# ---- design 1 ----
design_1/cell_classes.png
(2 px per um)
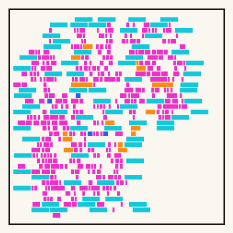
design_1/pins.png
(4 px per um) Pins as bars across the die edge, other pins in gray.
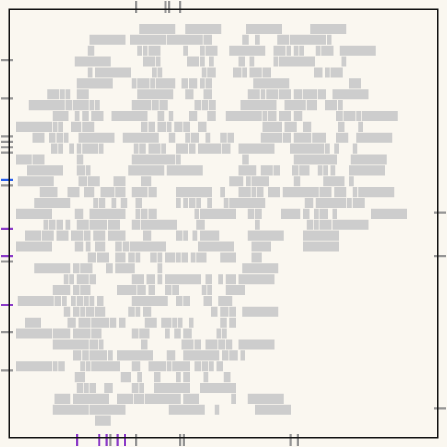
## src/rtl/uart_frame_parser.sv

```systemverilog
// -----------------------------------------------------------------------------
// uart_frame_parser
//
// Purpose:
//   Sits behind a UART receiver and hunts for framed packets of the form
//     SYNC, LEN, PAYLOAD[LEN], CSUM
//   Payload bytes are forwarded as a registered stream with first/last
//   markers. Each frame ends with a frame_done pulse whose frame_ok qualifier
//   reports the result:
//     1 = checksum good
//     0 = checksum mismatch, oversize length or inter-byte timeout
//   The checksum covers LEN, the payload and CSUM. It is good when the
//   modulo-256 sum of those bytes is zero.
//
// Ports:
//   clk        in   1  system clock, rising edge
//   rst_n      in   1  asynchronous active-low reset
//   in_data    in   8  received byte
//   in_valid   in   1  one-cycle strobe qualifying in_data (no backpressure)
//   out_data   out  8  forwarded payload byte
//   out_valid  out  1  one-cycle strobe per payload byte
//   out_first  out  1  with out_valid: first payload byte of the frame
//   out_last   out  1  with out_valid: final payload byte of the frame
//   frame_done out  1  one-cycle pulse at frame end or abort
//   frame_ok   out  1  with frame_done: 1 = good frame, 0 = error/abort
//   err_count  out  8  saturating count of failed/aborted frames
// -----------------------------------------------------------------------------
module uart_frame_parser #(
  parameter logic [7:0]  SYNC    = 8'hA5,
  parameter logic [7:0]  MAX_LEN = 8'd64,
  parameter logic [31:0] TIMEOUT = 32'd4340
) (
  input  logic       clk,
  input  logic       rst_n,
  input  logic [7:0] in_data,
  input  logic       in_valid,
  output logic [7:0] out_data,
  output logic       out_valid,
  output logic       out_first,
  output logic       out_last,
  output logic       frame_done,
  output logic       frame_ok,
  output logic [7:0] err_count
);

  localparam logic [1:0] ST_IDLE    = 2'd0;
  localparam logic [1:0] ST_LEN     = 2'd1;
  localparam logic [1:0] ST_PAYLOAD = 2'd2;
  localparam logic [1:0] ST_CSUM    = 2'd3;

  // ---------------------------------------------------------------------------
  // State registers
  // ---------------------------------------------------------------------------
  logic [1:0]  state_reg,      state_next;
  logic [7:0]  remaining_reg,  remaining_next;
  logic [7:0]  sum_reg,        sum_next;
  logic [31:0] timer_reg,      timer_next;
  logic        first_reg,      first_next;

  logic [7:0]  out_data_reg,   out_data_next;
  logic        out_valid_reg,  out_valid_next;
  logic        out_first_reg,  out_first_next;
  logic        out_last_reg,   out_last_next;
  logic        done_reg,       done_next;
  logic        ok_reg,         ok_next;
  logic [7:0]  err_reg,        err_next;

  logic        err_inc;
  logic        timer_expired;
  logic [7:0]  sum_with_byte;

  // Running sum including the byte currently on the input. In CSUM this is
  // the full frame total that must come out as zero.
  assign sum_with_byte = sum_reg + in_data;

  // A byte arriving in the same cycle the timer sits at TIMEOUT takes
  // priority. Only a silent cycle at the limit aborts the frame.
  assign timer_expired = (state_reg != ST_IDLE) && !in_valid &&
                         (timer_reg == TIMEOUT);

  // ---------------------------------------------------------------------------
  // Inter-byte timer: held at zero while hunting, cleared by every byte,
  // otherwise counts idle cycles.
  // ---------------------------------------------------------------------------
  always_comb begin
    timer_next = timer_reg;
    if (state_reg == ST_IDLE || in_valid) begin
      timer_next = 32'd0;
    end else if (timer_reg != TIMEOUT) begin
      timer_next = timer_reg + 32'd1;
    end
  end

  // ---------------------------------------------------------------------------
  // Frame FSM and output pulse generation
  // ---------------------------------------------------------------------------
  always_comb begin
    state_next     = state_reg;
    remaining_next = remaining_reg;
    sum_next       = sum_reg;
    first_next     = first_reg;

    // Hold the data bus. The pulse outputs default low every cycle.
    out_data_next  = out_data_reg;
    out_valid_next = 1'b0;
    out_first_next = 1'b0;
    out_last_next  = 1'b0;
    done_next      = 1'b0;
    ok_next        = 1'b0;
    err_inc        = 1'b0;

    case (state_reg)
      ST_IDLE: begin
        // Anything other than SYNC is noise between frames.
        if (in_valid && in_data == SYNC) begin
          state_next = ST_LEN;
        end
      end

      ST_LEN: begin
        // A SYNC value here is a length like any other; no resync.
        if (in_valid) begin
          remaining_next = in_data;
          sum_next       = in_data;
          first_next     = 1'b1;
          if (in_data == 8'd0) begin
            state_next = ST_CSUM;
          end else if (in_data > MAX_LEN) begin
            state_next = ST_IDLE;
            done_next  = 1'b1;
            err_inc    = 1'b1;
          end else begin
            state_next = ST_PAYLOAD;
          end
        end
      end

      ST_PAYLOAD: begin
        if (in_valid) begin
          out_data_next  = in_data;
          out_valid_next = 1'b1;
          out_first_next = first_reg;
          out_last_next  = (remaining_reg == 8'd1);
          first_next     = 1'b0;
          sum_next       = sum_with_byte;
          remaining_next = remaining_reg - 8'd1;
          if (remaining_reg == 8'd1) begin
            state_next = ST_CSUM;
          end
        end
      end

      ST_CSUM: begin
        // The checksum byte itself is consumed here and never forwarded.
        if (in_valid) begin
          done_next  = 1'b1;
          ok_next    = (sum_with_byte == 8'd0);
          err_inc    = (sum_with_byte != 8'd0);
          state_next = ST_IDLE;
        end
      end

      default: begin
        state_next = ST_IDLE;
      end
    endcase

    // Timeout abort. It cannot coincide with a byte, so it never competes
    // with the per-state decisions above.
    if (timer_expired) begin
      state_next = ST_IDLE;
      done_next  = 1'b1;
      ok_next    = 1'b0;
      err_inc    = 1'b1;
    end
  end

  // Error counter sticks at its maximum instead of wrapping.
  always_comb begin
    err_next = err_reg;
    if (err_inc && err_reg != 8'hFF) begin
      err_next = err_reg + 8'd1;
    end
  end

  // ---------------------------------------------------------------------------
  // Registers
  // ---------------------------------------------------------------------------
  always_ff @(posedge clk or negedge rst_n) begin
    if (!rst_n) begin
      state_reg     <= ST_IDLE;
      remaining_reg <= 8'd0;
      sum_reg       <= 8'd0;
      timer_reg     <= 32'd0;
      first_reg     <= 1'b0;
      out_data_reg  <= 8'd0;
      out_valid_reg <= 1'b0;
      out_first_reg <= 1'b0;
      out_last_reg  <= 1'b0;
      done_reg      <= 1'b0;
      ok_reg        <= 1'b0;
      err_reg       <= 8'd0;
    end else begin
      state_reg     <= state_next;
      remaining_reg <= remaining_next;
      sum_reg       <= sum_next;
      timer_reg     <= timer_next;
      first_reg     <= first_next;
      out_data_reg  <= out_data_next;
      out_valid_reg <= out_valid_next;
      out_first_reg <= out_first_next;
      out_last_reg  <= out_last_next;
      done_reg      <= done_next;
      ok_reg        <= ok_next;
      err_reg       <= err_next;
    end
  end

  assign out_data   = out_data_reg;
  assign out_valid  = out_valid_reg;
  assign out_first  = out_first_reg;
  assign out_last   = out_last_reg;
  assign frame_done = done_reg;
  assign frame_ok   = ok_reg;
  assign err_count  = err_reg;

endmodule

```

## config.mk

```make
export PLATFORM = sky130hd
export DESIGN_NAME = uart_frame_parser
export DESIGN_NICKNAME = d
export VERILOG_FILES = /design/src/rtl/uart_frame_parser.sv
export SDC_FILE = /design/constraint.sdc
export NUM_CORES = 1
export LEC_CHECK = 0
export CORE_MARGIN = 1
export CORE_UTILIZATION = 37
export CTS_CLUSTER_DIAMETER = 150
export DETAILED_ROUTE_END_ITERATION = 8
export DONT_BUFFER_PORTS = 1
export SLEW_MARGIN = 20
export SYNTH_ARGS = -nofsm -noshare
export SYNTH_HDL_FRONTEND = slang
export SYNTH_SLANG_ARGS = --single-unit
```

## constraint.sdc

```tcl
create_clock -name clk -period 3.4 [get_ports clk]
set_clock_uncertainty 0.05 [all_clocks]
set_input_delay 0.85 -clock clk [delete_from_list [all_inputs] [get_ports clk]]
set_output_delay 0.85 -clock clk [all_outputs]
set_load 0.02 [all_outputs]
```

==> ci_impl_report.md <==
## Implementation flow summary

| Metric | Value |
|---|---|
| Met1 usage in global routing | `23.5%` |
| Initial standard-cell utilization of the core | `38.8%` |
| Largest fanout on the critical path | `6` |
| Kind of launch point of the worst setup path | `primary input` |
| Multi-input gate share of total cell area | `48.3%` |
| Main flop type after synthesis | `dfrtp_1` |
| Placer's final routability congestion estimate | `0.890` |
| I/O Buffers | `0` |
| Post-route standard cell area excluding fillers | `0.00442 mm2` |
| Number of warning messages in the logs | `28` |
| Cell internal pwr | `1460 uW` |
| Final Hold Violation Tally | `0` |
| Post-synthesis instance total | `442` |
| P_sw | `577 uW` |
| Area of the core region | `0.0105 mm2` |
| Combinational share of power | `13.0%` |
| Slew at the pin closest to its max-slew limit | `0.586 ns` |
| Outcome | `finished, final reports clean` |
| Violation count after the first detailed-route iteration | `171` |
| Post-place instance area | `0.00421 mm2` |
| M1 WL | `4430 um` |
| Per-instance average area after synthesis | `9.18 um2` |
| Setup crit start | `in_data[0]` |
| Post-Syn Area | `0.00406 mm2` |
| Category of cells accounting for the largest share of critical-path delay | `simple AND/OR/NAND/NOR gates` |
| Overflow after GRT | `0` |
| Leading cell type by number of instances after synthesis | `dfrtp_1` |
| Worst hold slack across all endpoints | `0.153 ns` |
| Length of the first detailed-routing pass in iterations | `4` |
| Top cell excl fill/tap | `dfrtp_1` |
Notes on design_1/cell_classes.png above:
[orange] clock drivers and dummy loads | cells: 15 | share of their area: 5.0%
[cyan] flip-flops | cells: 72 | share of their area: 42%
[blue] other buffers and delay cells | cells: 4 | share of their area: 0.71%
[magenta] all other logic | cells: 355 | share of their area: 52%

Notes on design_1/pins.png above:
[purple] in_data | pins: 8 | direction: input | edge: 5 south, 3 west
[blue] frame_ok | pins: 1 | direction: output | edge: west


# ---- design 2 ----
design_2/pins.png
(8 px per um) Pins as bars across the die edge, other pins in gray.
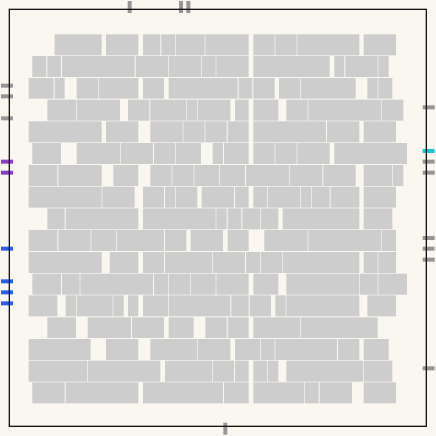
<file path="config.mk">
export PLATFORM = sky130hd
export DESIGN_NAME = rx_ctrl_fsm
export DESIGN_NICKNAME = d
export VERILOG_FILES = /design/src/rtl/rx_ctrl_fsm.sv
export SDC_FILE = /design/constraint.sdc
export NUM_CORES = 1
export LEC_CHECK = 0
export CORE_MARGIN = 2
export CORE_UTILIZATION = 45
export DETAILED_ROUTE_END_ITERATION = 8
export GPL_TIMING_DRIVEN = 0
export PLACE_DENSITY_LB_ADDON = 0.12
export SETUP_SLACK_MARGIN = 0.4
export SYNTH_ARGS = -nofsm -noshare
export SYNTH_HDL_FRONTEND = slang
export SYNTH_SLANG_ARGS = --single-unit
</file>
<file path="constraint.sdc">
create_clock -name clk -period 1.65 [get_ports clk]
set_clock_uncertainty 0.05 [all_clocks]
set_input_delay 0.2475 -clock clk [delete_from_list [all_inputs] [get_ports clk]]
set_output_delay 0.2475 -clock clk [all_outputs]
set_load 0.01 [all_outputs]
</file>
<file path="src/rtl/rx_ctrl_fsm.sv">
// rx_ctrl_fsm -- receive control unit for the UART receiver.
// Sequences one frame: start-bit validation, N data bits (5..MAX_DATA_BITS),
// optional even/odd parity, then NUM_STOP_BITS stop bits. It counts timer
// strobes itself and drives the stop-bit checker, timer, shift register and
// receive buffer.
//
// Ports:
//   clk, n_rst          clock, asynchronous active-low reset
//   start_bit_detected  start-edge pulse (honoured only in IDLE)
//   shift_strobe        bit-centre sample pulse from the timer
//   sample_bit          line value, valid with shift_strobe
//   data_bits           data length for the next frame (latched at start)
//   parity_mode         00 none, 01 even, 10 odd, 11 none (latched at start)
//   framing_error       stop-bit checker result, read in STOP_CHK
//   sbc_clear/sbc_enable, enable_timer, shift_enable, load_buffer  controls
//   parity_error, frame_error  sticky per-frame error flags
//   false_start         one-cycle pulse when the start bit is rejected
//   busy                high outside IDLE
module rx_ctrl_fsm #(
  parameter int unsigned MAX_DATA_BITS = 8,
  parameter int unsigned NUM_STOP_BITS = 1,
  parameter int unsigned DBW           = $clog2(MAX_DATA_BITS + 1)
) (
  input  logic           clk,
  input  logic           n_rst,
  input  logic           start_bit_detected,
  input  logic           shift_strobe,
  input  logic           sample_bit,
  input  logic [DBW-1:0] data_bits,
  input  logic [1:0]     parity_mode,
  input  logic           framing_error,
  output logic           sbc_clear,
  output logic           sbc_enable,
  output logic           enable_timer,
  output logic           shift_enable,
  output logic           load_buffer,
  output logic           parity_error,
  output logic           frame_error,
  output logic           false_start,
  output logic           busy
);

  typedef enum logic [2:0] {
    IDLE, START_CLR, START_CHK, DATA, PARITY, STOP, STOP_CHK, LOAD
  } state_t;

  localparam logic [DBW-1:0] MIN_LEN   = DBW'(5);
  localparam logic [DBW-1:0] MAX_LEN   = DBW'(MAX_DATA_BITS);
  localparam logic           LAST_STOP = 1'(NUM_STOP_BITS - 1);

  state_t         state_q, state_d;
  logic [DBW-1:0] len_q, len_d;
  logic [1:0]     pmode_q, pmode_d;
  logic [DBW-1:0] cnt_q, cnt_d;
  logic           acc_q, acc_d;
  logic           par_err_q, par_err_d;
  logic           stop_err_q, stop_err_d;
  logic           stop_cnt_q, stop_cnt_d;
  logic           parity_error_q, parity_error_d;
  logic           frame_error_q, frame_error_d;
  logic           false_start_q, false_start_d;
  logic           par_en;

  assign par_en = (pmode_q == 2'b01) || (pmode_q == 2'b10);

  always_ff @(posedge clk or negedge n_rst) begin
    if (!n_rst) begin
      state_q        <= IDLE;
      len_q          <= '0;
      pmode_q        <= '0;
      cnt_q          <= '0;
      acc_q          <= 1'b0;
      par_err_q      <= 1'b0;
      stop_err_q     <= 1'b0;
      stop_cnt_q     <= 1'b0;
      parity_error_q <= 1'b0;
      frame_error_q  <= 1'b0;
      false_start_q  <= 1'b0;
    end else begin
      state_q        <= state_d;
      len_q          <= len_d;
      pmode_q        <= pmode_d;
      cnt_q          <= cnt_d;
      acc_q          <= acc_d;
      par_err_q      <= par_err_d;
      stop_err_q     <= stop_err_d;
      stop_cnt_q     <= stop_cnt_d;
      parity_error_q <= parity_error_d;
      frame_error_q  <= frame_error_d;
      false_start_q  <= false_start_d;
    end
  end

  always_comb begin
    state_d        = state_q;
    len_d          = len_q;
    pmode_d        = pmode_q;
    cnt_d          = cnt_q;
    acc_d          = acc_q;
    par_err_d      = par_err_q;
    stop_err_d     = stop_err_q;
    stop_cnt_d     = stop_cnt_q;
    parity_error_d = parity_error_q;
    frame_error_d  = frame_error_q;
    false_start_d  = 1'b0;
    shift_enable   = 1'b0;

    unique case (state_q)
      IDLE: begin
        if (start_bit_detected) begin
          if (data_bits < MIN_LEN)      len_d = MIN_LEN;
          else if (data_bits > MAX_LEN) len_d = MAX_LEN;
          else                          len_d = data_bits;
          pmode_d = parity_mode;
          state_d = START_CLR;
        end
      end
      START_CLR: begin
        parity_error_d = 1'b0;
        frame_error_d  = 1'b0;
        cnt_d          = '0;
        acc_d          = 1'b0;
        par_err_d      = 1'b0;
        stop_err_d     = 1'b0;
        stop_cnt_d     = 1'b0;
        state_d        = START_CHK;
      end
      START_CHK: begin
        if (shift_strobe) begin
          if (sample_bit) begin
            false_start_d = 1'b1;
            state_d       = IDLE;
          end else begin
            state_d = DATA;
          end
        end
      end
      DATA: begin
        if (shift_strobe) begin
          shift_enable = 1'b1;
          acc_d        = acc_q ^ sample_bit;
          cnt_d        = cnt_q + 1'b1;
          if (cnt_d == len_q) state_d = par_en ? PARITY : STOP;
        end
      end
      PARITY: begin
        if (shift_strobe) begin
          // pmode_q[1] set means odd: expected bit is the inverted accumulator.
          par_err_d = sample_bit ^ acc_q ^ pmode_q[1];
          state_d   = STOP;
        end
      end
      STOP: begin
        if (shift_strobe) begin
          if (!sample_bit) stop_err_d = 1'b1;
          if (stop_cnt_q == LAST_STOP) state_d = STOP_CHK;
          else                         stop_cnt_d = stop_cnt_q + 1'b1;
        end
      end
      STOP_CHK: begin
        if (framing_error || stop_err_q) begin
          frame_error_d = 1'b1;
          state_d       = IDLE;
        end else if (par_err_q) begin
          parity_error_d = 1'b1;
          state_d        = IDLE;
        end else begin
          state_d = LOAD;
        end
      end
      LOAD:    state_d = IDLE;
      default: state_d = IDLE;
    endcase
  end

  assign sbc_clear    = (state_q == START_CLR);
  assign sbc_enable   = (state_q == STOP_CHK);
  assign load_buffer  = (state_q == LOAD);
  assign enable_timer = (state_q == START_CLR) || (state_q == START_CHK) ||
                        (state_q == DATA) || (state_q == PARITY) ||
                        (state_q == STOP);
  assign busy         = (state_q != IDLE);
  assign parity_error = parity_error_q;
  assign frame_error  = frame_error_q;
  assign false_start  = false_start_q;

endmodule
</file>
==> ci_impl_report.md <==
## Implementation flow summary

| Metric | Value |
|---|---|
| Setup crit start | `state_q[0]` |
| Max-Cap Viols | `0` |
| Violations in the final reports | `setup timing` |
| Biggest area consumer among synthesized cells | `dfrtp_1` |
| Inverters excl. clock | `8` |
| Post-synthesis sequential area ratio | `45.9%` |
| Antenna violations before repair | `0` |
| Fmax | `0.590 GHz` |
| Async set or reset register ratio after synthesis | `100%` |
| Post-place instance area | `0.00130 mm2` |
| Post-route antenna net violation count | `0` |
| Multi-input gate count | `76` |
| Deepest level of the CTS H-tree | `1` |
| Per-instance average area after synthesis | `9.67 um2` |
| Overflow after GRT | `0` |
| Power in sequential cells | `872 uW` |
| Routed via count divided by cell count | `6.06` |
| Prevailing logic family in the synthesized netlist | `AND-OR/OR-AND gates` |
| Largest fanout on the critical path | `4` |
| Portion of synthesized cell area occupied by the leading cell type | `45.9%` |
| Global Route Usage Sum | `25.1%` |
| Met2 track demand over resource in global routing | `46.4%` |
| Count of cells along the worst register-to-register path | `6` |
| Net count after synthesis | `120` |
| Final Max-Slew Violation Tally | `0` |
| Final critical-path setup slack | `-0.0453 ns` |
| Leading cell type by number of instances after synthesis | `dfrtp_1` |
| Total of warnings raised by yosys | `0` |
| Outcome | `complete, but fails checks` |
| Category of cells accounting for the largest share of critical-path delay | `simple AND/OR/NAND/NOR gates` |
| Final cell count without fillers | `203` |
| Final number of setup-violating endpoints | `6` |
Notes on design_2/pins.png above:
[blue] data_bits | pins: 4 | direction: input | edge: west
[cyan] sbc_enable | pins: 1 | direction: output | edge: east
[purple] parity_mode | pins: 2 | direction: input | edge: west


# ---- design 3 ----
design_3/density.png
(3 px per um) 12 x 12 tiles, from black (low) to pale yellow (high), 0 to 100% covered.
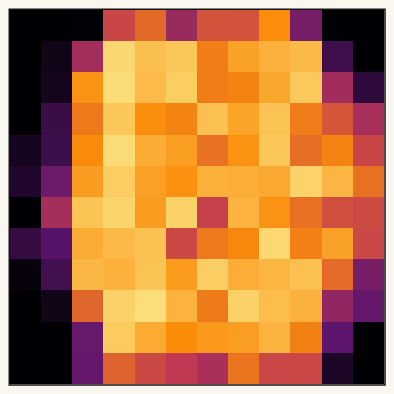
design_3/cell_classes.png
(2 px per um)
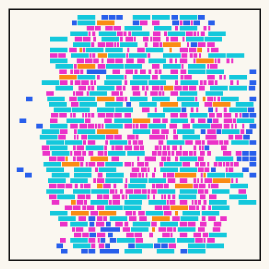
===== config.mk =====
export PLATFORM = sky130hd
export DESIGN_NAME = const_seq
export DESIGN_NICKNAME = d
export VERILOG_FILES = /design/src/rtl/const_pkg.sv /design/src/rtl/width_conv.sv /design/src/rtl/const_seq.sv
export SDC_FILE = /design/constraint.sdc
export NUM_CORES = 1
export LEC_CHECK = 0
export CAP_MARGIN = 20
export CORE_UTILIZATION = 52
export DETAILED_ROUTE_END_ITERATION = 7
export PLACE_DENSITY = 0.79
export SYNTH_ARGS = -nofsm -noshare
export SYNTH_HDL_FRONTEND = slang
export SYNTH_SLANG_ARGS = --single-unit

===== constraint.sdc =====
create_clock -name clk -period 11.1 [get_ports clk]
set_input_delay 2.22 -clock clk [delete_from_list [all_inputs] [get_ports clk]]
set_output_delay 2.22 -clock clk [all_outputs]
set_load 0.02 [all_outputs]

===== src/rtl/const_pkg.sv =====
// Shared encodings for the constant-pattern sequencer: literal conversion modes and playback FSM states.
package const_pkg;

  typedef enum logic [1:0] {
    MODE_WRAP = 2'd0,
    MODE_SEXT = 2'd1,
    MODE_USAT = 2'd2,
    MODE_SSAT = 2'd3
  } mode_e;

  typedef enum logic [1:0] {
    IDLE = 2'd0,
    RUN  = 2'd1,
    DONE = 2'd2
  } state_e;

endpackage


===== src/rtl/width_conv.sv =====
// Combinational IW-bit literal to W-bit word conversion with wrap, sign-extend and saturating modes.
module width_conv
  import const_pkg::*;
#(
  parameter int W  = 8,
  parameter int IW = 16
) (
  input  logic [IW-1:0] x,
  input  logic [1:0]    mode,
  output logic [W-1:0]  y,
  output logic          clip
);

  logic signed [IW-1:0] x_s;
  logic [W-1:0]         xz;
  logic [W-1:0]         xs;
  logic                 uovf;
  logic                 sovf;
  logic                 neg;

  assign x_s = $signed(x);
  assign neg = (x_s < 0);

  // Overflow only exists when the literal is wider than the word.
  generate
    if (IW > W) begin : g_narrow
      assign xz   = x[W-1:0];
      assign xs   = x[W-1:0];
      assign uovf = |x[IW-1:W];
      assign sovf = !((&x[IW-1:W-1]) || !(|x[IW-1:W-1]));
    end else if (IW == W) begin : g_equal
      assign xz   = x;
      assign xs   = x;
      assign uovf = 1'b0;
      assign sovf = 1'b0;
    end else begin : g_wide
      assign xz   = {{(W-IW){1'b0}}, x};
      assign xs   = {{(W-IW){x[IW-1]}}, x};
      assign uovf = 1'b0;
      assign sovf = 1'b0;
    end
  endgenerate

  function automatic logic [W-1:0] sat_u(input logic ovf, input logic [W-1:0] v);
    return ovf ? {W{1'b1}} : v;
  endfunction

  function automatic logic [W-1:0] sat_s(input logic ovf, input logic is_neg, input logic [W-1:0] v);
    if (!ovf)
      return v;
    return is_neg ? {1'b1, {(W-1){1'b0}}} : {1'b0, {(W-1){1'b1}}};
  endfunction

  always_comb begin
    y    = xz;
    clip = 1'b0;
    case (mode_e'(mode))
      MODE_WRAP: y = xz;
      MODE_SEXT: y = xs;
      MODE_USAT: begin
        y    = sat_u(uovf, xz);
        clip = uovf;
      end
      MODE_SSAT: begin
        y    = sat_s(sovf, neg, xs);
        clip = sovf;
      end
      default: begin
        y    = xz;
        clip = 1'b0;
      end
    endcase
  end

endmodule


===== src/rtl/const_seq.sv =====
// Constant-pattern sequencer: plays a writable table of tagged literals out as converted W-bit words
// over a valid/ready handshake, once or looping.
module const_seq
  import const_pkg::*;
#(
  parameter int W     = 8,
  parameter int IW    = 16,
  parameter int DEPTH = 8,
  localparam int AW   = $clog2(DEPTH)
) (
  input  logic          clk,
  input  logic          rst,
  input  logic          wr_en,
  input  logic [AW-1:0] wr_addr,
  input  logic [IW-1:0] wr_data,
  input  logic [1:0]    wr_mode,
  input  logic          start,
  input  logic [AW:0]   len,
  input  logic          loop,
  output logic          o_valid,
  input  logic          o_ready,
  output logic [W-1:0]  o_data,
  output logic [AW-1:0] o_idx,
  output logic          o_clip,
  output logic          busy,
  output logic          done
);

  logic [IW-1:0] tbl_data [DEPTH];
  logic [1:0]    tbl_mode [DEPTH];

  state_e        state;
  logic [AW:0]   len_q;
  logic          loop_q;
  logic          last;
  logic [AW-1:0] fetch_idx;
  logic [W-1:0]  conv_y;
  logic          conv_clip;

  always_ff @(posedge clk or posedge rst) begin
    if (rst) begin
      for (int i = 0; i < DEPTH; i++) begin
        tbl_data[i] <= '0;
        tbl_mode[i] <= MODE_WRAP;
      end
    end else if (wr_en) begin
      tbl_data[wr_addr] <= wr_data;
      tbl_mode[wr_addr] <= wr_mode;
    end
  end

  // Fetch reads the table before this edge's write lands, so a same-index write+fetch sees old contents.
  assign last      = ({1'b0, o_idx} == (len_q - (AW+1)'(1)));
  assign fetch_idx = (state == RUN && !last) ? (o_idx + AW'(1)) : '0;

  width_conv #(
    .W  (W),
    .IW (IW)
  ) u_conv (
    .x    (tbl_data[fetch_idx]),
    .mode (tbl_mode[fetch_idx]),
    .y    (conv_y),
    .clip (conv_clip)
  );

  // Output stage: registered word, index and clip flag plus FSM flags.
  always_ff @(posedge clk or posedge rst) begin
    if (rst) begin
      state   <= IDLE;
      len_q   <= '0;
      loop_q  <= 1'b0;
      o_valid <= 1'b0;
      o_data  <= '0;
      o_idx   <= '0;
      o_clip  <= 1'b0;
      busy    <= 1'b0;
      done    <= 1'b0;
    end else begin
      case (state)
        IDLE: begin
          done <= 1'b0;
          if (start && len != '0) begin
            state   <= RUN;
            len_q   <= len;
            loop_q  <= loop;
            busy    <= 1'b1;
            o_valid <= 1'b1;
            o_data  <= conv_y;
            o_idx   <= fetch_idx;
            o_clip  <= conv_clip;
          end
        end
        RUN: begin
          if (o_ready) begin
            if (last && !loop_q) begin
              state   <= DONE;
              busy    <= 1'b0;
              o_valid <= 1'b0;
              done    <= 1'b1;
            end else begin
              o_data <= conv_y;
              o_idx  <= fetch_idx;
              o_clip <= conv_clip;
            end
          end
        end
        DONE: begin
          done  <= 1'b0;
          state <= IDLE;
        end
        default: begin
          state   <= IDLE;
          busy    <= 1'b0;
          o_valid <= 1'b0;
          done    <= 1'b0;
        end
      endcase
    end
  end

endmodule


==> ci_impl_report.md <==
## Implementation flow summary

| Metric | Value |
|---|---|
| Dpl cells | `868` |
| Outcome | `finished, final reports clean` |
| Min Clock Period, post-route | `4.33 ns` |
| Sequential Area | `0.00413 mm2` |
| Post-route standard cell area excluding fillers | `0.00915 mm2` |
| Max-Cap Viols | `0` |
| Met3 Wirelength | `1600 um` |
| Global Route Usage Sum | `26.7%` |
| Initial standard-cell utilization of the core | `53.7%` |
| Relative max-transition margin | `33.5%` |
| Worst vdd rail ir drop | `0.000157 V` |
| Final cell count without fillers | `901` |
| Register share of total power | `31.8%` |
| Met2 wirelength from detailed routing | `9590 um` |
| Power density over the cells | `293 mW/mm2` |
| Category of cells accounting for the largest share of critical-path delay | `AND-OR/OR-AND gates` |
| Half-perimeter wire length of the detailed placement result | `12500 um` |
| Vias | `5784` |
| R2R Path Start | `o_idx[1]` |
| Fraction of synthesized area in multiplexers | `23.1%` |
| Critical path data required time | `11.37 ns` |
| Count of buffering cells on the critical path with inverters included | `0` |
| Main flop type after synthesis | `dfrtp_1` |
| TritonCTS clock tree | `done` |
| Largest stage delay on the critical path | `0.85 ns` |
| Buffering overhead | `7.05%` |
| Highest routed layer | `met4` |
| Post-synthesis sequential area ratio | `52.7%` |
| Commonest non-fill, non-tap cells in the layout | `dfrtp_1 (165), mux2_2 (146), nand2_1 (59)` |
About design_3/density.png:
mean over tiles: 57%
tiles over 75% full: 43%
nearly empty tiles: 12%
fullest tile: 93%

About design_3/cell_classes.png:
[cyan] flip-flops | cells: 165 | share of their area: 46%
[magenta] all other logic | cells: 458 | share of their area: 40%
[orange] clock drivers and dummy loads | cells: 31 | share of their area: 6.4%
[blue] other buffers and delay cells | cells: 63 | share of their area: 7.2%



==> gallery <==
Wiring by layer.
shot_01.png
(2 px per um)
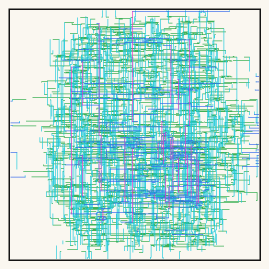
shot_02.png
(6 px per um)
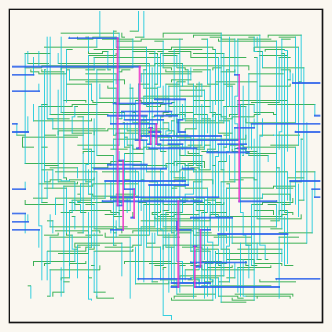
shot_03.png
(2 px per um)
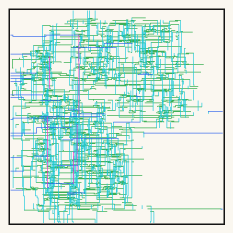
Of these, largest die: shot_01.png
Of these, least wire: shot_02.png
| picture | from |
|---|---|
| shot_03.png | design 1 |
| shot_01.png | design 3 |
| shot_02.png | design 2 |

Power and IR drop assume default switching activity.
